==================== design 1
design_1/wires.png
Drawn at 2 px/um.
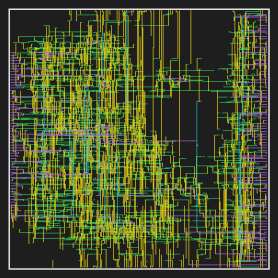

$ cat src/rtl/instr_fetch_unit.sv
// Instruction-fetch stage: owns PC and IR, issues a fixed-latency memory read and decodes IR fields.
// Optional alignment trap is enabled by defining FETCH_ALIGN_CHECK_EN.
module instr_fetch_unit #(
  parameter logic [31:0] RESET_PC = 32'h0000_0000,
  parameter int          MEM_LAT  = 1
) (
  input  logic        clk,
  input  logic        reset,
  input  logic        fetch_start,
  input  logic        pc_load,
  input  logic [31:0] pc_next,
  output logic        mem_rd,
  output logic [31:0] mem_addr,
  input  logic [31:0] mem_rdata,
  output logic [31:0] pc,
  output logic [31:0] pc_plus4,
  output logic [5:0]  opcode,
  output logic [4:0]  rs,
  output logic [4:0]  rt,
  output logic [4:0]  rd,
  output logic [5:0]  funct,
  output logic [15:0] imm16,
  output logic [25:0] jaddr,
  output logic        instr_valid,
  output logic        busy,
  output logic        align_fault
);

  localparam int CW = (MEM_LAT > 1) ? $clog2(MEM_LAT) : 1;

`ifdef FETCH_ALIGN_CHECK_EN
  typedef enum logic [2:0] {IDLE, ADDR, WAIT, LATCH, VALID, FAULT} fetchState_t;
`else
  typedef enum logic [2:0] {IDLE, ADDR, WAIT, LATCH, VALID} fetchState_t;
`endif

  fetchState_t   state;
  logic [31:0]   pcReg;
  logic [31:0]   irReg;
  logic [31:0]   pendPc;
  logic          pendValid;
  logic [CW-1:0] waitCnt;
  logic          memRdReg;
  logic          validReg;
  logic          busyReg;
  logic [31:0]   startPc;

  // Address the upcoming fetch will use: a same-cycle redirect takes effect first.
  assign startPc = pc_load ? pc_next : pcReg;

`ifdef FETCH_ALIGN_CHECK_EN
  logic faultReg;
  assign align_fault = faultReg;
  assign mem_addr    = pcReg;
`else
  assign align_fault = 1'b0;
  assign mem_addr    = {pcReg[31:2], 2'b00};
`endif

  always_ff @(posedge clk) begin
    if (reset) begin
      state     <= IDLE;
      pcReg     <= RESET_PC;
      irReg     <= '0;
      pendPc    <= '0;
      pendValid <= 1'b0;
      waitCnt   <= '0;
      memRdReg  <= 1'b0;
      validReg  <= 1'b0;
      busyReg   <= 1'b0;
`ifdef FETCH_ALIGN_CHECK_EN
      faultReg  <= 1'b0;
`endif
    end else begin
      case (state)
        IDLE, VALID: begin
          if (pc_load) pcReg <= pc_next;
          if (fetch_start) begin
            validReg  <= 1'b0;
            pendValid <= 1'b0;
`ifdef FETCH_ALIGN_CHECK_EN
            if (startPc[1:0] != 2'b00) begin
              state    <= FAULT;
              faultReg <= 1'b1;
            end else begin
              state    <= ADDR;
              memRdReg <= 1'b1;
              busyReg  <= 1'b1;
            end
`else
            state    <= ADDR;
            memRdReg <= 1'b1;
            busyReg  <= 1'b1;
`endif
          end
        end
        ADDR: begin
          waitCnt <= CW'(MEM_LAT - 1);
          state   <= WAIT;
          if (pc_load) begin
            pendPc    <= pc_next;
            pendValid <= 1'b1;
          end
        end
        WAIT: begin
          if (waitCnt == '0) begin
            state    <= LATCH;
            memRdReg <= 1'b0;
          end else begin
            waitCnt <= waitCnt - 1'b1;
          end
          if (pc_load) begin
            pendPc    <= pc_next;
            pendValid <= 1'b1;
          end
        end
        LATCH: begin
          irReg <= mem_rdata;
          // Newest redirect wins over an older pending one, both win over sequential +4.
          if (pc_load)        pcReg <= pc_next;
          else if (pendValid) pcReg <= pendPc;
          else                pcReg <= pcReg + 32'd4;
          pendValid <= 1'b0;
          busyReg   <= 1'b0;
          validReg  <= 1'b1;
          state     <= VALID;
        end
`ifdef FETCH_ALIGN_CHECK_EN
        FAULT: begin
          if (pc_load) begin
            pcReg    <= pc_next;
            faultReg <= 1'b0;
            state    <= IDLE;
          end
        end
`endif
        default: state <= IDLE;
      endcase
    end
  end

  assign mem_rd      = memRdReg;
  assign busy        = busyReg;
  assign instr_valid = validReg;
  assign pc          = pcReg;
  assign pc_plus4    = pcReg + 32'd4;

  assign opcode = irReg[31:26];
  assign rs     = irReg[25:21];
  assign rt     = irReg[20:16];
  assign rd     = irReg[15:11];
  assign funct  = irReg[5:0];
  assign imm16  = irReg[15:0];
  assign jaddr  = irReg[25:0];

endmodule

$ cat config.mk
export PLATFORM = sky130hd
export DESIGN_NAME = instr_fetch_unit
export DESIGN_NICKNAME = d
export VERILOG_FILES = /design/src/rtl/instr_fetch_unit.sv
export SDC_FILE = /design/constraint.sdc
export NUM_CORES = 1
export LEC_CHECK = 0
export ABC_AREA = 1
export CORE_UTILIZATION = 35
export CTS_CLUSTER_DIAMETER = 60
export DETAILED_ROUTE_END_ITERATION = 7
export HOLD_SLACK_MARGIN = 0.12
export PLACE_DENSITY = 0.74
export SYNTH_ARGS = -nofsm -noshare
export SYNTH_HDL_FRONTEND = slang
export SYNTH_SLANG_ARGS = --single-unit
$ cat constraint.sdc
create_clock -name clk -period 2.18 [get_ports clk]
set_clock_uncertainty 0.15 [all_clocks]
set_input_delay 0.327 -clock clk [delete_from_list [all_inputs] [get_ports clk]]
set_output_delay 0.327 -clock clk [all_outputs]
set_load 0.1 [all_outputs]
==================== design 2
## src/rtl/pipeline_skid_reg.sv

```systemverilog
// Two-entry registered skid buffer between valid/ready pipeline stages; all handshake outputs come straight from flops.
// Optional synchronous flush port and logic are built only when macro PIPE_FLUSH_EN is defined.
module pipeline_skid_reg #(
    parameter int WIDTH = 32
) (
    input  logic             clk,
    input  logic             rst,
    input  logic             in_valid,
    output logic             in_ready,
    input  logic [WIDTH-1:0] in_data,
    output logic             out_valid,
    input  logic             out_ready,
    output logic [WIDTH-1:0] out_data
`ifdef PIPE_FLUSH_EN
    ,
    input  logic             flush
`endif
);

    localparam logic [1:0] EMPTY = 2'b00;
    localparam logic [1:0] ONE   = 2'b01;
    localparam logic [1:0] TWO   = 2'b10;

    logic [1:0]       state_r;
    logic [1:0]       state_next_s;
    logic             in_ready_r;
    logic             out_valid_r;
    logic [WIDTH-1:0] main_r;
    logic [WIDTH-1:0] main_next_s;
    logic [WIDTH-1:0] skid_r;
    logic [WIDTH-1:0] skid_next_s;
    logic             in_fire_s;
    logic             out_fire_s;

    assign in_fire_s  = in_valid & in_ready_r;
    assign out_fire_s = out_valid_r & out_ready;

    // Next-state and next-entry selection; in TWO in_ready_r is low so in_data is never sampled.
    always_comb begin
        state_next_s = state_r;
        main_next_s  = main_r;
        skid_next_s  = skid_r;
        case (state_r)
            EMPTY: begin
                if (in_fire_s) begin
                    state_next_s = ONE;
                    main_next_s  = in_data;
                end else begin
                    state_next_s = EMPTY;
                end
            end
            ONE: begin
                if (in_fire_s && out_fire_s) begin
                    state_next_s = ONE;
                    main_next_s  = in_data;
                end else if (in_fire_s) begin
                    state_next_s = TWO;
                    skid_next_s  = in_data;
                end else if (out_fire_s) begin
                    state_next_s = EMPTY;
                end else begin
                    state_next_s = ONE;
                end
            end
            TWO: begin
                if (out_fire_s) begin
                    state_next_s = ONE;
                    main_next_s  = skid_r;
                end else begin
                    state_next_s = TWO;
                end
            end
            default: begin
                state_next_s = EMPTY;
            end
        endcase
`ifdef PIPE_FLUSH_EN
        // Flush wins over both handshakes and leaves the data registers untouched.
        if (flush) begin
            state_next_s = EMPTY;
            main_next_s  = main_r;
            skid_next_s  = skid_r;
        end else begin
            state_next_s = state_next_s;
        end
`endif
    end

    // State, handshake flags and entry storage; flags are decoded from the next state so outputs stay registered.
    always_ff @(posedge clk or posedge rst) begin
        if (rst) begin
            state_r     <= EMPTY;
            in_ready_r  <= 1'b1;
            out_valid_r <= 1'b0;
            main_r      <= '0;
            skid_r      <= '0;
        end else begin
            state_r     <= state_next_s;
            in_ready_r  <= (state_next_s != TWO);
            out_valid_r <= (state_next_s != EMPTY);
            main_r      <= main_next_s;
            skid_r      <= skid_next_s;
        end
    end

    assign in_ready  = in_ready_r;
    assign out_valid = out_valid_r;
    assign out_data  = main_r;

    pipeline_skid_reg_chk u_chk (
        .clk       (clk),
        .rst       (rst),
        .state     (state_r),
        .in_ready  (in_ready_r),
        .out_valid (out_valid_r)
    );

endmodule

// Consistency checks between the state encoding and the registered handshake flags.
module pipeline_skid_reg_chk (
    input logic       clk,
    input logic       rst,
    input logic [1:0] state,
    input logic       in_ready,
    input logic       out_valid
);

    a_state_legal: assert property (@(posedge clk) disable iff (rst) (state != 2'b11));
    a_ready_match: assert property (@(posedge clk) disable iff (rst) (in_ready == (state != 2'b10)));
    a_valid_match: assert property (@(posedge clk) disable iff (rst) (out_valid == (state != 2'b00)));

endmodule

```

## config.mk

```make
export PLATFORM = sky130hd
export DESIGN_NAME = pipeline_skid_reg
export DESIGN_NICKNAME = d
export VERILOG_FILES = /design/src/rtl/pipeline_skid_reg.sv
export SDC_FILE = /design/constraint.sdc
export NUM_CORES = 1
export LEC_CHECK = 0
export CORE_MARGIN = 3
export CORE_UTILIZATION = 40
export DETAILED_ROUTE_END_ITERATION = 12
export PLACE_DENSITY = 0.65
export SETUP_SLACK_MARGIN = 0.5
export SYNTH_ARGS = -nofsm -noshare
export SYNTH_HDL_FRONTEND = slang
export SYNTH_SLANG_ARGS = --single-unit
```

## constraint.sdc

```tcl
create_clock -name clk -period 2.4 [get_ports clk]
set_input_delay 0.24 -clock clk [delete_from_list [all_inputs] [get_ports clk]]
set_output_delay 0.24 -clock clk [all_outputs]
set_load 0.005 [all_outputs]
```

==================== design 3
===== src/rtl/vslc_pkg.sv =====
// ---------------------------------------------------------------------------
// vslc_pkg
// Shared definitions for the VSLC scan sequencer:
//   - trigger mode encodings (value of the 2-bit mode input)
//   - scan FSM state enum
//   - byte offsets of the fixed 4-byte program header
//   - header sanity helper
// ---------------------------------------------------------------------------
package vslc_pkg;

  localparam logic [1:0] MODE_AUTO     = 2'd0;
  localparam logic [1:0] MODE_EXT      = 2'd1;
  localparam logic [1:0] MODE_PERIODIC = 2'd2;
  localparam logic [1:0] MODE_SINGLE   = 2'd3;

  typedef enum logic [1:0] {
    ST_HDR  = 2'd0,
    ST_RUN  = 2'd1,
    ST_WAIT = 2'd2,
    ST_HALT = 2'd3
  } scan_state_e;

  // Header layout: start_hi, start_lo, end_hi, end_lo at addresses 0..3.
  localparam logic [15:0] HDR_START_HI = 16'd0;
  localparam logic [15:0] HDR_START_LO = 16'd1;
  localparam logic [15:0] HDR_END_HI   = 16'd2;
  localparam logic [15:0] HDR_END_LO   = 16'd3;

  // A header is bad when a non-empty program ends before it starts.
  // end == 0 means "empty program" and is never an error.
  function automatic logic hdr_is_bad(input logic [15:0] start_a,
                                      input logic [15:0] end_a);
    return (end_a != 16'd0) && (end_a < start_a);
  endfunction

endpackage


===== src/rtl/vslc_scan_sequencer_if.sv =====
// ---------------------------------------------------------------------------
// vslc_scan_sequencer_if
// Byte path between the EEPROM reader, the scan sequencer and the executor.
//   rd_valid    reader -> seq   one-cycle strobe, byte present on rd_addr/rd_data
//   rd_addr     reader -> seq   16-bit address of the byte
//   rd_data     reader -> seq   byte value
//   restart     seq -> reader   one-cycle pulse, reader reloads start_addr
//   instr_valid seq -> executor rd_valid qualified as a program byte
//
// Handshake: strobe semantics, there is no ready/back-pressure. A byte is
// transferred in exactly the cycle rd_valid is high; instr_valid is asserted
// in that same cycle (combinationally) so the executor samples rd_data
// alongside it. restart is a registered single-cycle pulse.
//
// Modports: master = reader/executor side, slave = sequencer.
// ---------------------------------------------------------------------------
interface vslc_scan_sequencer_if;
  logic        rd_valid;
  logic [15:0] rd_addr;
  logic [7:0]  rd_data;
  logic        restart;
  logic        instr_valid;

  modport master (
    output rd_valid, rd_addr, rd_data,
    input  restart, instr_valid
  );

  modport slave (
    input  rd_valid, rd_addr, rd_data,
    output restart, instr_valid
  );
endinterface


===== src/rtl/vslc_sync_edge.sv =====
// ---------------------------------------------------------------------------
// vslc_sync_edge
// Two-flop synchroniser for an asynchronous input followed by a rising-edge
// detector. rise is high for one cycle, two clk edges after the input rises,
// so a consumer registering on rise acts on the third edge.
//   clk       in   system clock
//   rst_n     in   asynchronous active-low reset
//   async_in  in   asynchronous input pin
//   rise      out  one-cycle pulse on a synchronised 0->1 transition
// ---------------------------------------------------------------------------
module vslc_sync_edge (
  input  logic clk,
  input  logic rst_n,
  input  logic async_in,
  output logic rise
);

  logic meta_q, meta_d;
  logic sync_q, sync_d;
  logic prev_q, prev_d;

  always_comb begin
    meta_d = async_in;
    sync_d = meta_q;
    prev_d = sync_q;
  end

  always_ff @(posedge clk or negedge rst_n) begin
    if (!rst_n) begin
      meta_q <= 1'b0;
      sync_q <= 1'b0;
      prev_q <= 1'b0;
    end else begin
      meta_q <= meta_d;
      sync_q <= sync_d;
      prev_q <= prev_d;
    end
  end

  assign rise = sync_q & ~prev_q;

endmodule


===== src/rtl/vslc_scan_sequencer.sv =====
// ---------------------------------------------------------------------------
// vslc_scan_sequencer
// Scan-cycle controller between the EEPROM byte reader and the executor.
// Parses the program header, gates program bytes to the executor, detects
// end-of-program and restarts the reader according to the trigger mode.
// Latches an input image (and the previous one) at every scan start.
//
// Ports:
//   clk, rst_n     clock, asynchronous active-low reset
//   mode           trigger mode (MODE_*), evaluated in WAIT
//   period         PERIODIC scan period in clk cycles (0 = behave as AUTO)
//   ext_trig       asynchronous external trigger, rising-edge sensitive
//   in_pins        raw input pins
//   bus            reader/executor byte path (slave modport)
//   start_addr     parsed program start
//   end_addr       parsed program end (0 = empty program, runs forever)
//   hdr_err        sticky header error (cleared only by reset)
//   overrun        sticky PERIODIC overrun
//   scan_pulse     one-cycle pulse at each scan start
//   in_img/in_prev input image of the current / previous scan
//   state_o        FSM state, for observation
// ---------------------------------------------------------------------------
module vslc_scan_sequencer
  import vslc_pkg::*;
#(
  parameter int ADDR_W    = 10,
  parameter int N_IN      = 8,
  parameter int PERIOD_W  = 16,
  parameter int HDR_BYTES = 4
) (
  input  logic                  clk,
  input  logic                  rst_n,
  input  logic [1:0]            mode,
  input  logic [PERIOD_W-1:0]   period,
  input  logic                  ext_trig,
  input  logic [N_IN-1:0]       in_pins,
  vslc_scan_sequencer_if.slave  bus,
  output logic [ADDR_W-1:0]     start_addr,
  output logic [ADDR_W-1:0]     end_addr,
  output logic                  hdr_err,
  output logic                  overrun,
  output logic                  scan_pulse,
  output logic [N_IN-1:0]       in_img,
  output logic [N_IN-1:0]       in_prev,
  output scan_state_e           state_o
);

  localparam int HI_W = ADDR_W - 8;
  localparam logic [PERIOD_W-1:0] CNT_ONE = PERIOD_W'(1);

  // -------------------------------------------------------------------------
  // State
  // -------------------------------------------------------------------------
  scan_state_e         state_q,    state_d;
  logic [HI_W-1:0]     start_hi_q, start_hi_d;
  logic [7:0]          start_lo_q, start_lo_d;
  logic [HI_W-1:0]     end_hi_q,   end_hi_d;
  logic [7:0]          end_lo_q,   end_lo_d;
  logic                armed_q,    armed_d;
  logic                hdr_err_q,  hdr_err_d;
  logic                overrun_q,  overrun_d;
  logic                restart_q,  restart_d;
  logic                scan_pulse_q, scan_pulse_d;
  logic [N_IN-1:0]     in_img_q,   in_img_d;
  logic [N_IN-1:0]     in_prev_q,  in_prev_d;
  logic [PERIOD_W-1:0] cnt_q,      cnt_d;

  // -------------------------------------------------------------------------
  // External trigger synchroniser
  // -------------------------------------------------------------------------
  logic ext_rise;

  vslc_sync_edge u_trig_sync (
    .clk      (clk),
    .rst_n    (rst_n),
    .async_in (ext_trig),
    .rise     (ext_rise)
  );

  // -------------------------------------------------------------------------
  // Byte qualification
  // -------------------------------------------------------------------------
  logic [15:0] start16;
  logic [15:0] end16;
  logic        armed_eff;
  logic        instr_ok;
  logic        end_of_scan;
  logic        period_hit;
  logic        do_scan;
  logic        do_restart;

  assign start16 = 16'({start_hi_q, start_lo_q});
  assign end16   = 16'({end_hi_q, end_lo_q});

  // The byte at start_addr arms the gate and is itself forwarded, so the
  // arming condition is folded in combinationally.
  assign armed_eff = armed_q || (bus.rd_valid && (bus.rd_addr == start16));

  assign instr_ok = (state_q == ST_RUN) && bus.rd_valid &&
                    (bus.rd_addr >= 16'(HDR_BYTES)) && armed_eff;

  // The end byte is still forwarded (instr_ok holds for it).
  assign end_of_scan = instr_ok && (end16 != 16'd0) && (bus.rd_addr >= end16);

  // Counter saturates, so ">=" also covers a count that ran past period-1.
  assign period_hit = (period != '0) && (cnt_q >= (period - CNT_ONE));

  // -------------------------------------------------------------------------
  // Next-state logic
  // -------------------------------------------------------------------------
  always_comb begin
    state_d      = state_q;
    start_hi_d   = start_hi_q;
    start_lo_d   = start_lo_q;
    end_hi_d     = end_hi_q;
    end_lo_d     = end_lo_q;
    armed_d      = armed_q;
    hdr_err_d    = hdr_err_q;
    overrun_d    = overrun_q;
    in_img_d     = in_img_q;
    in_prev_d    = in_prev_q;
    restart_d    = 1'b0;
    scan_pulse_d = 1'b0;
    do_scan      = 1'b0;
    do_restart   = 1'b0;

    case (state_q)
      ST_HDR: begin
        if (bus.rd_valid) begin
          case (bus.rd_addr)
            HDR_START_HI: start_hi_d = bus.rd_data[HI_W-1:0];
            HDR_START_LO: start_lo_d = bus.rd_data;
            HDR_END_HI:   end_hi_d   = bus.rd_data[HI_W-1:0];
            HDR_END_LO: begin
              end_lo_d = bus.rd_data;
              // End address is judged with the byte arriving now.
              if (hdr_is_bad(start16, 16'({end_hi_q, bus.rd_data}))) begin
                hdr_err_d = 1'b1;
                state_d   = ST_HALT;
              end else begin
                // First scan: the reader is already streaming on from the
                // header, so no restart pulse here.
                do_scan = 1'b1;
              end
            end
            default: ;
          endcase
        end
      end

      ST_RUN: begin
        if (instr_ok) begin
          armed_d = 1'b1;
        end
        if (end_of_scan) begin
          // A PERIODIC scan that already used up its period restarts on the
          // end-of-scan edge itself instead of passing through WAIT.
          if ((mode == MODE_PERIODIC) && period_hit) begin
            overrun_d  = 1'b1;
            do_scan    = 1'b1;
            do_restart = 1'b1;
          end else begin
            state_d = ST_WAIT;
          end
        end
      end

      ST_WAIT: begin
        case (mode)
          MODE_AUTO: begin
            do_scan    = 1'b1;
            do_restart = 1'b1;
          end
          MODE_EXT: begin
            if (ext_rise) begin
              do_scan    = 1'b1;
              do_restart = 1'b1;
            end
          end
          MODE_PERIODIC: begin
            if ((period == '0) || period_hit) begin
              do_scan    = 1'b1;
              do_restart = 1'b1;
            end
          end
          default: state_d = ST_HALT;   // MODE_SINGLE
        endcase
      end

      ST_HALT: begin
        if (ext_rise && !hdr_err_q) begin
          do_scan    = 1'b1;
          do_restart = 1'b1;
        end
      end

      default: state_d = ST_HDR;
    endcase

    // Scan-start action shared by header completion and every restart.
    if (do_scan) begin
      scan_pulse_d = 1'b1;
      restart_d    = do_restart;
      in_img_d     = in_pins;
      in_prev_d    = in_img_q;
      armed_d      = 1'b0;
      state_d      = ST_RUN;
    end

    if (do_scan) begin
      cnt_d = '0;
    end else if (&cnt_q) begin
      cnt_d = cnt_q;
    end else begin
      cnt_d = cnt_q + CNT_ONE;
    end
  end

  // -------------------------------------------------------------------------
  // Registers
  // -------------------------------------------------------------------------
  always_ff @(posedge clk or negedge rst_n) begin
    if (!rst_n) begin
      state_q      <= ST_HDR;
      start_hi_q   <= '0;
      start_lo_q   <= '0;
      end_hi_q     <= '0;
      end_lo_q     <= '0;
      armed_q      <= 1'b0;
      hdr_err_q    <= 1'b0;
      overrun_q    <= 1'b0;
      restart_q    <= 1'b0;
      scan_pulse_q <= 1'b0;
      in_img_q     <= '0;
      in_prev_q    <= '0;
      cnt_q        <= '0;
    end else begin
      state_q      <= state_d;
      start_hi_q   <= start_hi_d;
      start_lo_q   <= start_lo_d;
      end_hi_q     <= end_hi_d;
      end_lo_q     <= end_lo_d;
      armed_q      <= armed_d;
      hdr_err_q    <= hdr_err_d;
      overrun_q    <= overrun_d;
      restart_q    <= restart_d;
      scan_pulse_q <= scan_pulse_d;
      in_img_q     <= in_img_d;
      in_prev_q    <= in_prev_d;
      cnt_q        <= cnt_d;
    end
  end

  // -------------------------------------------------------------------------
  // Outputs
  // -------------------------------------------------------------------------
  assign bus.restart     = restart_q;
  assign bus.instr_valid = instr_ok;
  assign start_addr      = {start_hi_q, start_lo_q};
  assign end_addr        = {end_hi_q, end_lo_q};
  assign hdr_err         = hdr_err_q;
  assign overrun         = overrun_q;
  assign scan_pulse      = scan_pulse_q;
  assign in_img          = in_img_q;
  assign in_prev         = in_prev_q;
  assign state_o         = state_q;

endmodule


===== src/flat_wrapper.sv =====
// flat-port wrapper written by rule: the top's interface ports become plain ports
module vslc_scan_sequencer_flat import vslc_pkg::*;
#(
  parameter int ADDR_W    = 10,
  parameter int N_IN      = 8,
  parameter int PERIOD_W  = 16,
  parameter int HDR_BYTES = 4
)
  (clk, rst_n, mode, period, ext_trig, in_pins, start_addr, end_addr, hdr_err, overrun, scan_pulse, in_img, in_prev, state_o, bus_rd_valid, bus_rd_addr, bus_rd_data, bus_restart, bus_instr_valid);
  vslc_scan_sequencer_if bus_i ();
  input  logic clk;
  input  logic rst_n;
  input  logic [1:0] mode;
  input  logic [PERIOD_W-1:0] period;
  input  logic ext_trig;
  input  logic [N_IN-1:0] in_pins;
  output logic [ADDR_W-1:0] start_addr;
  output logic [ADDR_W-1:0] end_addr;
  output logic hdr_err;
  output logic overrun;
  output logic scan_pulse;
  output logic [N_IN-1:0] in_img;
  output logic [N_IN-1:0] in_prev;
  output scan_state_e state_o;
  input wire logic [$bits(bus_i.rd_valid)-1:0] bus_rd_valid;
  input wire logic [$bits(bus_i.rd_addr)-1:0] bus_rd_addr;
  input wire logic [$bits(bus_i.rd_data)-1:0] bus_rd_data;
  output wire logic [$bits(bus_i.restart)-1:0] bus_restart;
  output wire logic [$bits(bus_i.instr_valid)-1:0] bus_instr_valid;
  assign bus_i.rd_valid = bus_rd_valid;
  assign bus_i.rd_addr = bus_rd_addr;
  assign bus_i.rd_data = bus_rd_data;
  assign bus_restart = bus_i.restart;
  assign bus_instr_valid = bus_i.instr_valid;
  vslc_scan_sequencer #(.ADDR_W(ADDR_W), .N_IN(N_IN), .PERIOD_W(PERIOD_W), .HDR_BYTES(HDR_BYTES)) u_core (.clk(clk), .rst_n(rst_n), .mode(mode), .period(period), .ext_trig(ext_trig), .in_pins(in_pins), .bus(bus_i), .start_addr(start_addr), .end_addr(end_addr), .hdr_err(hdr_err), .overrun(overrun), .scan_pulse(scan_pulse), .in_img(in_img), .in_prev(in_prev), .state_o(state_o));
endmodule

===== config.mk =====
export PLATFORM = sky130hd
export DESIGN_NAME = vslc_scan_sequencer_flat
export DESIGN_NICKNAME = d
export VERILOG_FILES = /design/src/rtl/vslc_pkg.sv /design/src/rtl/vslc_scan_sequencer_if.sv /design/src/rtl/vslc_sync_edge.sv /design/src/rtl/vslc_scan_sequencer.sv /design/src/flat_wrapper.sv
export SDC_FILE = /design/constraint.sdc
export NUM_CORES = 1
export LEC_CHECK = 0
export CORE_AREA = 2 2 102 104
export CTS_BUF_LIST = sky130_fd_sc_hd__clkbuf_4
export CTS_CLUSTER_DIAMETER = 60
export DETAILED_ROUTE_END_ITERATION = 6
export DIE_AREA = 0 0 104 106
export DONT_BUFFER_PORTS = 1
export PLACE_DENSITY = 0.62
export SLEW_MARGIN = 10
export SYNTH_ARGS = -nofsm -noshare
export SYNTH_HDL_FRONTEND = slang
export SYNTH_SLANG_ARGS = --single-unit

===== constraint.sdc =====
create_clock -name clk -period 2.45 [get_ports clk]
set_clock_uncertainty 0.05 [all_clocks]
set_input_delay 0.3675 -clock clk [delete_from_list [all_inputs] [get_ports clk]]
set_output_delay 0.3675 -clock clk [all_outputs]
set_load 0.05 [all_outputs]

==================== design 4
`src/rtl/bit_population_counter_pipe.sv`:
```
// bit_population_counter_pipe: pipelined lane-split popcount with valid/ready and packet accumulation
module bit_population_counter_pipe #(
  parameter int WIDTH = 16,
  parameter int LANE_W = 4,
  parameter int MAX_WORDS = 16,
  localparam int CNT_W = $clog2(WIDTH * MAX_WORDS) + 1
) (
  input  logic             clk_i,
  input  logic             arst_n_i,
  input  logic             mode_zeros_i,
  input  logic             pkt_mode_i,
  input  logic [WIDTH-1:0] data_i,
  input  logic             data_last_i,
  input  logic             data_val_i,
  output logic             data_rdy_o,
  output logic [CNT_W-1:0] data_o,
  output logic             data_ovf_o,
  output logic             data_val_o,
  input  logic             data_rdy_i
);
  localparam int NUM_LANES = (WIDTH + LANE_W - 1) / LANE_W;
  localparam int PAD_W = NUM_LANES * LANE_W;
  localparam int LC_W = $clog2(LANE_W + 1);
  localparam int NW_W = $clog2(MAX_WORDS + 1);
  logic en, stall, adv, endp;
  logic [NUM_LANES-1:0][LC_W-1:0] lane_cnt;
  logic [CNT_W-1:0] word_cnt, sum;
  logic s0_val_q, s0_val_d, s0_pkt_q, s0_pkt_d, s0_last_q, s0_last_d;
  logic [PAD_W-1:0] s0_word_q, s0_word_d;
  logic s1_val_q, s1_val_d, s1_pkt_q, s1_pkt_d, s1_last_q, s1_last_d;
  logic [NUM_LANES-1:0][LC_W-1:0] s1_lane_q, s1_lane_d;
  logic s2_val_q, s2_val_d, s2_pkt_q, s2_pkt_d, s2_last_q, s2_last_d;
  logic [CNT_W-1:0] s2_cnt_q, s2_cnt_d;
  logic val_q, val_d, ovf_q, ovf_d;
  logic [CNT_W-1:0] cnt_q, cnt_d, acc_q, acc_d;
  logic [NW_W-1:0] nw_q, nw_d;

  // A plain word meeting a partial packet holds S0-S2 for one beat while the partial sum flushes
  always_comb begin
    en = !val_q || data_rdy_i;
    stall = s2_val_q && !s2_pkt_q && nw_q != '0;
    adv = en && !stall;
    data_rdy_o = adv;
    s0_val_d = adv ? data_val_i : s0_val_q;
    s0_pkt_d = adv ? pkt_mode_i : s0_pkt_q;
    s0_last_d = adv ? data_last_i : s0_last_q;
    s0_word_d = adv ? PAD_W'(data_i ^ {WIDTH{mode_zeros_i}}) : s0_word_q;
    s1_val_d = adv ? s0_val_q : s1_val_q;
    s1_pkt_d = adv ? s0_pkt_q : s1_pkt_q;
    s1_last_d = adv ? s0_last_q : s1_last_q;
    s1_lane_d = adv ? lane_cnt : s1_lane_q;
    s2_val_d = adv ? s1_val_q : s2_val_q;
    s2_pkt_d = adv ? s1_pkt_q : s2_pkt_q;
    s2_last_d = adv ? s1_last_q : s2_last_q;
    s2_cnt_d = adv ? word_cnt : s2_cnt_q;
  end

  always_comb begin
    lane_cnt = '0;
    for (int l = 0; l < NUM_LANES; l++)
      for (int b = 0; b < LANE_W; b++)
        lane_cnt[l] = lane_cnt[l] + LC_W'(s0_word_q[l*LANE_W+b]);
  end

  always_comb begin
    word_cnt = '0;
    for (int l = 0; l < NUM_LANES; l++)
      word_cnt = word_cnt + CNT_W'(s1_lane_q[l]);
  end

  // Packet ends on last or when the MAX_WORDS-th word lands; only the latter flags overflow
  always_comb begin
    sum = acc_q + s2_cnt_q;
    endp = s2_last_q || nw_q == NW_W'(MAX_WORDS - 1);
    val_d = val_q;
    cnt_d = cnt_q;
    ovf_d = ovf_q;
    acc_d = acc_q;
    nw_d = nw_q;
    if (en) begin
      if (stall) begin
        val_d = 1'b1;
        cnt_d = acc_q;
        ovf_d = 1'b0;
        acc_d = '0;
        nw_d = '0;
      end else if (!s2_val_q) begin
        val_d = 1'b0;
      end else if (!s2_pkt_q) begin
        val_d = 1'b1;
        cnt_d = s2_cnt_q;
        ovf_d = 1'b0;
      end else begin
        val_d = endp;
        cnt_d = endp ? sum : cnt_q;
        ovf_d = endp ? !s2_last_q : ovf_q;
        acc_d = endp ? '0 : sum;
        nw_d = endp ? '0 : nw_q + 1'b1;
      end
    end
  end

  always_ff @(posedge clk_i or negedge arst_n_i) begin
    if (!arst_n_i) begin
      s0_val_q <= 1'b0;
      s0_pkt_q <= 1'b0;
      s0_last_q <= 1'b0;
      s0_word_q <= '0;
      s1_val_q <= 1'b0;
      s1_pkt_q <= 1'b0;
      s1_last_q <= 1'b0;
      s1_lane_q <= '0;
      s2_val_q <= 1'b0;
      s2_pkt_q <= 1'b0;
      s2_last_q <= 1'b0;
      s2_cnt_q <= '0;
      val_q <= 1'b0;
      cnt_q <= '0;
      ovf_q <= 1'b0;
      acc_q <= '0;
      nw_q <= '0;
    end else begin
      s0_val_q <= s0_val_d;
      s0_pkt_q <= s0_pkt_d;
      s0_last_q <= s0_last_d;
      s0_word_q <= s0_word_d;
      s1_val_q <= s1_val_d;
      s1_pkt_q <= s1_pkt_d;
      s1_last_q <= s1_last_d;
      s1_lane_q <= s1_lane_d;
      s2_val_q <= s2_val_d;
      s2_pkt_q <= s2_pkt_d;
      s2_last_q <= s2_last_d;
      s2_cnt_q <= s2_cnt_d;
      val_q <= val_d;
      cnt_q <= cnt_d;
      ovf_q <= ovf_d;
      acc_q <= acc_d;
      nw_q <= nw_d;
    end
  end

  assign data_o = cnt_q;
  assign data_ovf_o = ovf_q;
  assign data_val_o = val_q;
endmodule

```
`config.mk`:
```
export PLATFORM = sky130hd
export DESIGN_NAME = bit_population_counter_pipe
export DESIGN_NICKNAME = d
export VERILOG_FILES = /design/src/rtl/bit_population_counter_pipe.sv
export SDC_FILE = /design/constraint.sdc
export NUM_CORES = 1
export LEC_CHECK = 0
export ABC_CLOCK_PERIOD_IN_PS = 3700
export CORE_MARGIN = 2
export CORE_UTILIZATION = 35
export DETAILED_ROUTE_END_ITERATION = 8
export GPL_ROUTABILITY_DRIVEN = 0
export PLACE_DENSITY = 0.65
export SLEW_MARGIN = 20
export SYNTH_ARGS = -nofsm -noshare
export SYNTH_HDL_FRONTEND = slang
export SYNTH_SLANG_ARGS = --single-unit
```
`constraint.sdc`:
```
create_clock -name clk_i -period 3.7 [get_ports clk_i]
set_input_delay 0.555 -clock clk_i [delete_from_list [all_inputs] [get_ports clk_i]]
set_output_delay 0.555 -clock clk_i [all_outputs]
set_load 0.05 [all_outputs]
```
design_4/layer_met3.png
Drawn at 4 px/um.
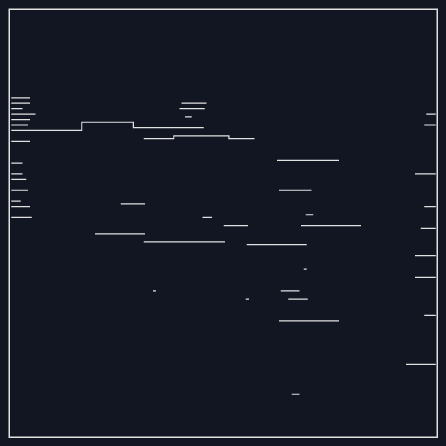
The layer carries 307 um of wire. 33 nets have wire on it. The layer holds 4.5% of the routed length. The wires run mostly horizontal. The longest straight run is 20.0 um.
detailed-route via count: 2654
overall routed net length: 6810 um
GR Util met3: 0.0334

==> impl_metrics.ini, design 4 <==
; physical design summary
[outcome]
status = finished, final reports clean

[placement]
placement.cell_area_um2 = 4140

[clock_tree]
cts_tree = done
number_of_post_cts_setup_repair_buffers = 0

[power]
internal_power_mw = 2.25
clkPwrFrac = 0.152
top_power_group = combinational cells

[floorplan]
fp.dieArea_um2 = 11400
fp.dieW_um = 107
coreArea_um2 = 10300

[synthesis]
syn-mean-instance-area_um2 = 9.38
synth_largest_type_area_fraction = 0.455
yosys.cell_count.top_type = sky130_fd_sc_hd__nand2_1
netlist_area_um2 = 3680

[worst_setup_path]
path_length_in_cells_of_the_critical_path = 7
timing.critical_path.arrival_ns = 2.78
reg2reg_depth = 7

[routing]
detailed_router_iteration_count_before_antenna_repair = 5
post_drt_wl_per_cell_um = 12.1
m1WireLength_um = 3110

[finish]
final.signal_buffer_count = 38
finish.net_count = 478

[global_route]
maximum_number_of_pins_on_one_net_before_global_route_repair = 54
design 4: sequential cells by signal (all words and copies together), names as in the netlist:
| name | flops |
|---|---|
| s0_word_q | 16 |
| s1_lane_q | 12 |
| acc_q | 9 |
| data_o | 9 |
| nw_q | 5 |
| s2_cnt_q | 5 |
| data_ovf_o | 1 |
| data_val_o | 1 |
| s0_last_q | 1 |
| s0_pkt_q | 1 |
| s0_val_q | 1 |
| s1_last_q | 1 |
| s1_pkt_q | 1 |
| s1_val_q | 1 |
| s2_last_q | 1 |
| s2_pkt_q | 1 |
| s2_val_q | 1 |
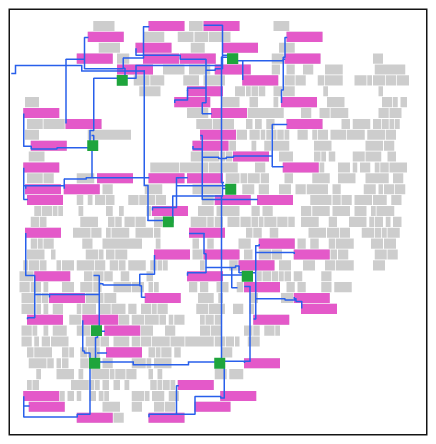
design_3/clk_routes.png
Drawn at 4 px/um.
Blue marks clock wires, length 916 um. Magenta marks flip-flops, count 62. Green marks clock drivers, count 9.
Position of the flops: spread over the die. There are 10 routed clock nets.
Clk pwr share: 0.236
Clk power: 0.736 mW
Skew-Pair Late Insertion Delay: 0.43 ns

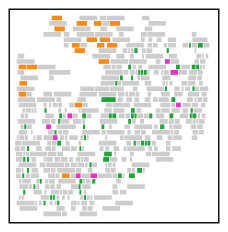
design_3/logic_types.png
Drawn at 2 px/um.
Green marks nand cells, cells 68. Orange marks mux cells, cells 18. Magenta marks non-inverting ao/oa cells, cells 8.
combinational fraction of the cell area: 0.462
commonest non-fill, non-tap cell in the layout: sky130_fd_sc_hd__dfrtp_1
final instance count without filler cells: 623

==> impl_metrics.ini, design 3 <==
; physical design summary
[outcome]
status = complete, but fails checks
violations = negative setup slack

[worst_setup_path]
timing.setup.critical_path_class = input pin to flip-flop
worst_setup_path_start_kind = input pin

[finish]
registers.top_by_ff_count = u_core.cnt_q
final-nonclk-buf-share = 0.152
postLayoutCellArea_um2 = 5060
layout.cells.most_common_list = sky130_fd_sc_hd__dfrtp_1, sky130_fd_sc_hd__buf_4, sky130_fd_sc_hd__ha_1, sky130_fd_sc_hd__nand2_1, sky130_fd_sc_hd__o21ai_0
antenna_cells = 0
sequential_cell_area_um2 = 1550
largest_register_ffs = 16
clkCellAreaFrac = 0.0279

[global_route]
gr-usage-met3 = 0.0595
antenna_found_initial = 0
grt_pass1_vias = 3560
grtUsageTotal = 0.195

[synthesis]
yosys_area_um2 = 3910
seq_area_frac_synth = 0.397

[timing]
setup_ws_ns = -0.478
report.final.setup_viol = 37

[floorplan]
init_core_util = 0.391

[routing]
m1WireLength_um = 4160
## design 3: power by group
part / internal (mW) / switching (mW) / leakage, nW
Clock: 0.314 / 0.422 / 0.0763
Combinational: 0.564 / 0.530 / 1.52
Sequential: 1.16 / 0.124 / 0.714
## design 3: logic make-up (layout without fill, tap and decap cells)
logic type	after synthesis	count (layout)	synth area share
simple gates	145	145	0.201
compound gates	64	64	0.104
flops	62	62	0.397
fa+ha+maj	38	38	0.122
xor+xnor	35	35	0.0784
buf+inv	30	125	0.0371
mux	18	18	0.0614
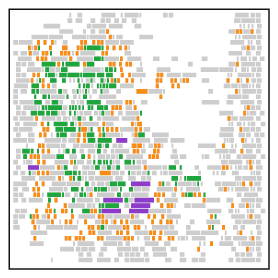
design_1/logic_types.png
Drawn at 2 px/um.
Purple marks xor and xnor cells, cells 8, where bottom middle. Orange marks aoi and oai cells, cells 249, where spread over the die. Green marks nand cells, cells 164.
combinational fraction of the cell area: 0.367
commonest non-fill, non-tap cell in the layout: sky130_fd_sc_hd__buf_4
final instance count without filler cells: 1231

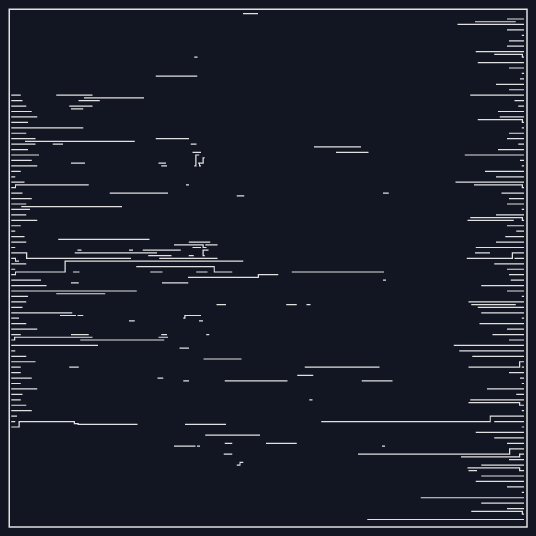
design_1/layer_met3.png
Drawn at 4 px/um.
The wires run mostly horizontal. The longest straight run is 44.4 um. 195 nets have wire on it. The layer holds 8.7% of the routed length. The layer carries 1740 um of wire.
detailed-route via count: 6149
GR Util met3: 0.0524
overall routed net length: 19900 um

Notes on design_1/wires.png above:
Purple marks metal 3, wire length 1740 um. Yellow marks metal 2, wire length 9880 um. Cyan marks metal 4, wire length 685 um. Green marks metal 1, wire length 7580 um.
routed length per instance: 16.1 um
gr usage total: 0.232

==> impl_metrics.ini, design 1 <==
; physical design summary
[timing]
report.final.setup_viol = 20
worst_slew_margin_rel = 0.626
period_used_share = 1.06
final_max_tran_viols = 0
setup_ws_ns = -0.125
hold_slack_ns = 0.299

[floorplan]
die_height_um = 129

[global_route]
grt_first_pass_wirelength_um = 29500

[power]
pg_comb_mw = 3.96

[finish]
layout.cells.most_common_list = sky130_fd_sc_hd__buf_4, sky130_fd_sc_hd__a21oi_1, sky130_fd_sc_hd__o21ai_0, sky130_fd_sc_hd__nor2_1, sky130_fd_sc_hd__dfxtp_1
final_core_density = 0.570

[outcome]
violations = negative setup slack
status = complete, but fails checks

[placement]
i_o_buffers = 233

[synthesis]
yosys_area_um2 = 5650
synth_warnings = 0

[worst_setup_path]
cp_slowest_cell = sky130_fd_sc_hd__dfxtp_4
[design 1: tightest hold or removal path: stages (launching register included)]
cell and delay, ns:
sky130_fd_sc_hd__dfxtp_1 0.31, sky130_fd_sc_hd__inv_1 0.05, sky130_fd_sc_hd__a21oi_1 0.05
[design 1: path summary, 6_finish.rpt]
| check | slack, ns | end | cells after the start | start |
|---|---|---|---|---|
| max | -0.12 | pc_plus4[29] | 9 | pc[2] |
| min | 0.30 | pendPc[4] | 2 | pendPc[4] |
| max reg2reg | 0.29 | pc[29] | 12 | pc[2] |
| min reg2reg | 0.30 | pendPc[4] | 2 | pendPc[4] |
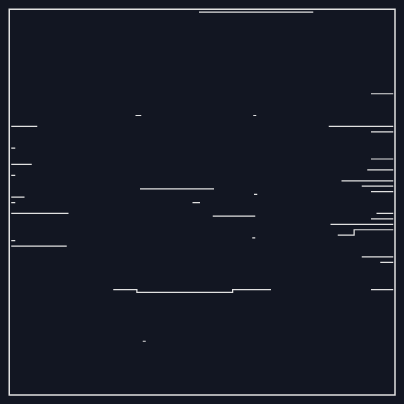
design_2/layer_met3.png
Drawn at 4 px/um.
26 nets have wire on it. The layer holds 4.6% of the routed length.
overall routed net length: 5760 um
detailed-route via count: 1791
GR Util met3: 0.0407

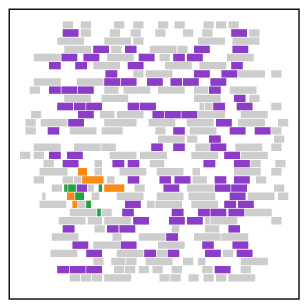
design_2/logic_types.png
Drawn at 3 px/um.
Purple marks mux cells, cells 97. Orange marks aoi and oai cells, cells 5. Green marks nand cells, cells 6.
final instance count without filler cells: 376
commonest non-fill, non-tap cell in the layout: sky130_fd_sc_hd__clkdlybuf4s50_1
combinational fraction of the cell area: 0.337

==> impl_metrics.ini, design 2 <==
; physical design summary
[worst_setup_path]
timing.setup.critical_path_class = flip-flop to flip-flop
worst_setup_path_start_kind = flip-flop
worstReg2RegStart = state_r[0]
reg2reg_depth = 4
worst_r2r_endpoint = out_data[31]

[power]
pg_comb_mw = 2.49
seq_power_share = 0.377
top_power_group = combinational cells
power_leakage_nw = 1.92

[finish]
antenna_cells = 0

[clock_tree]
worst_setup_hold_path_clk_slew_ns = 0.08
cts_tree = done

[placement]
i_o_buffers = 69

[synthesis]
syn-mean-instance-area_um2 = 17.0
ys_sh_adder = 0
netlist_top_cells_area = sky130_fd_sc_hd__dfrtp_1, sky130_fd_sc_hd__mux2_4, sky130_fd_sc_hd__mux2_2, sky130_fd_sc_hd__buf_6, sky130_fd_sc_hd__buf_8

[outcome]
status = finished, final reports clean
[design 2: per-layer routing]
| metal | up-vias | routed length [um] | track usage |
|---|---|---|---|
| met5 | - | 0 | 0 |
| met4 | 0 | 108 | 0.0640 |
| met1 | 900 | 2460 | 0.171 |
| met2 | 37 | 2930 | 0.214 |
| met3 | 10 | 264 | 0.0407 |
| li1 | 844 | - | - |
[design 2: area by class of cell]
class | count | area share
Sequential cell | 68 | 0.402
Multi-Input combinational cell | 111 | 0.337
Timing Repair Buffer | 77 | 0.180
Clock buffer | 10 | 0.0325
Tap cell | 102 | 0.0302
Clock inverter | 6 | 0.0151
Inverter | 2 | 0.00266

## Gallery

Signal wires by layer.
panel A
Drawn at 2 px/um.
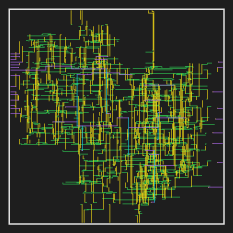
panel B
Drawn at 2 px/um.
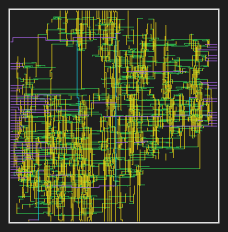
panel C
Drawn at 3 px/um.
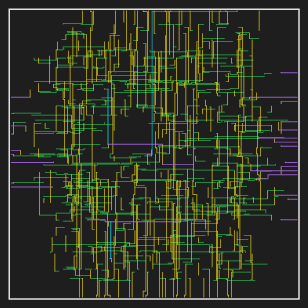
panel A -> design 4
panel C -> design 2
panel B -> design 3



## Gallery

Clock wiring as the flow saved it.
(a)
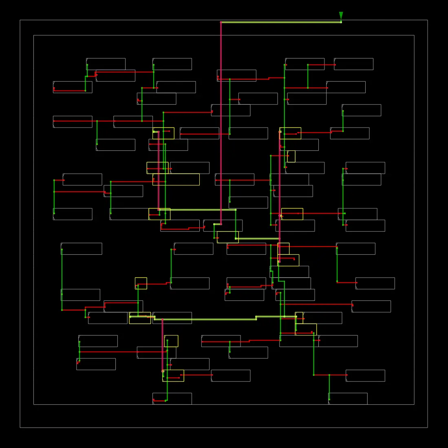
(b)
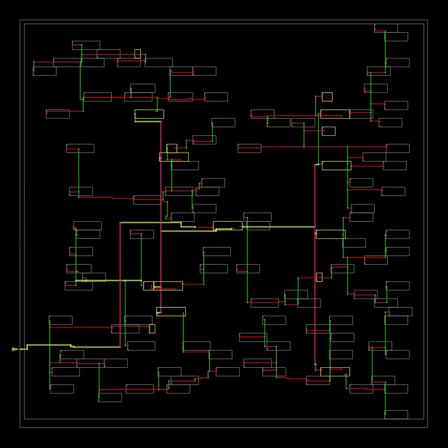
(c)
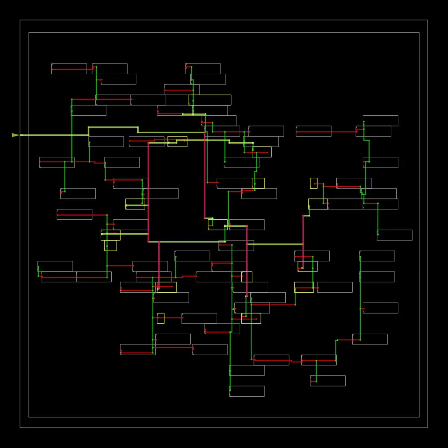
(d)
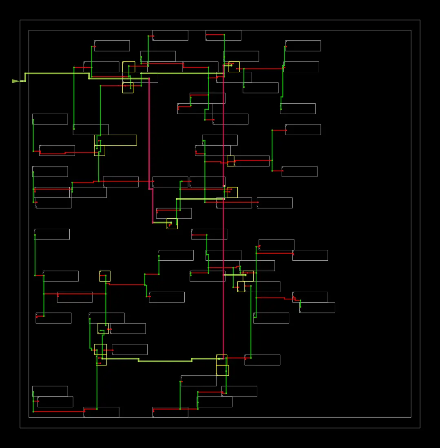
Design 3 is (d).
Design 1 is (b).
Design 4 is (c).
Design 2 is (a).
The one with the most sequential cells is (b).


==> notes/layouts.md <==
Pictures saved along the way, in no particular order.

Clock wires, drivers and flops.
Drawn at 4 px/um.
Plate I
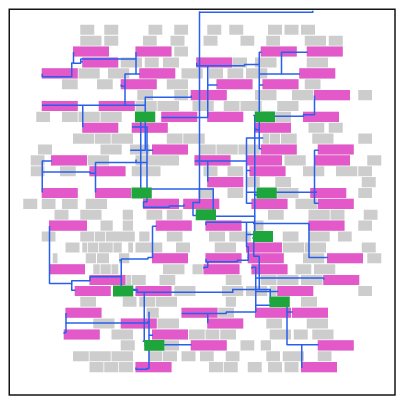
Plate II
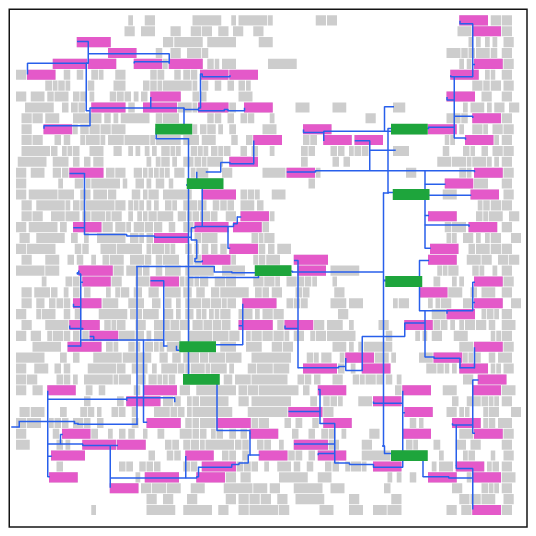
Plate III
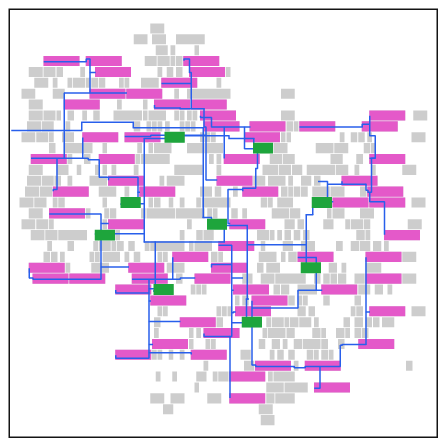
Plate III comes from design 4.
Plate I comes from design 2.
Plate II comes from design 1.

No activity file was given, so power comes from the tool's default toggle rates.
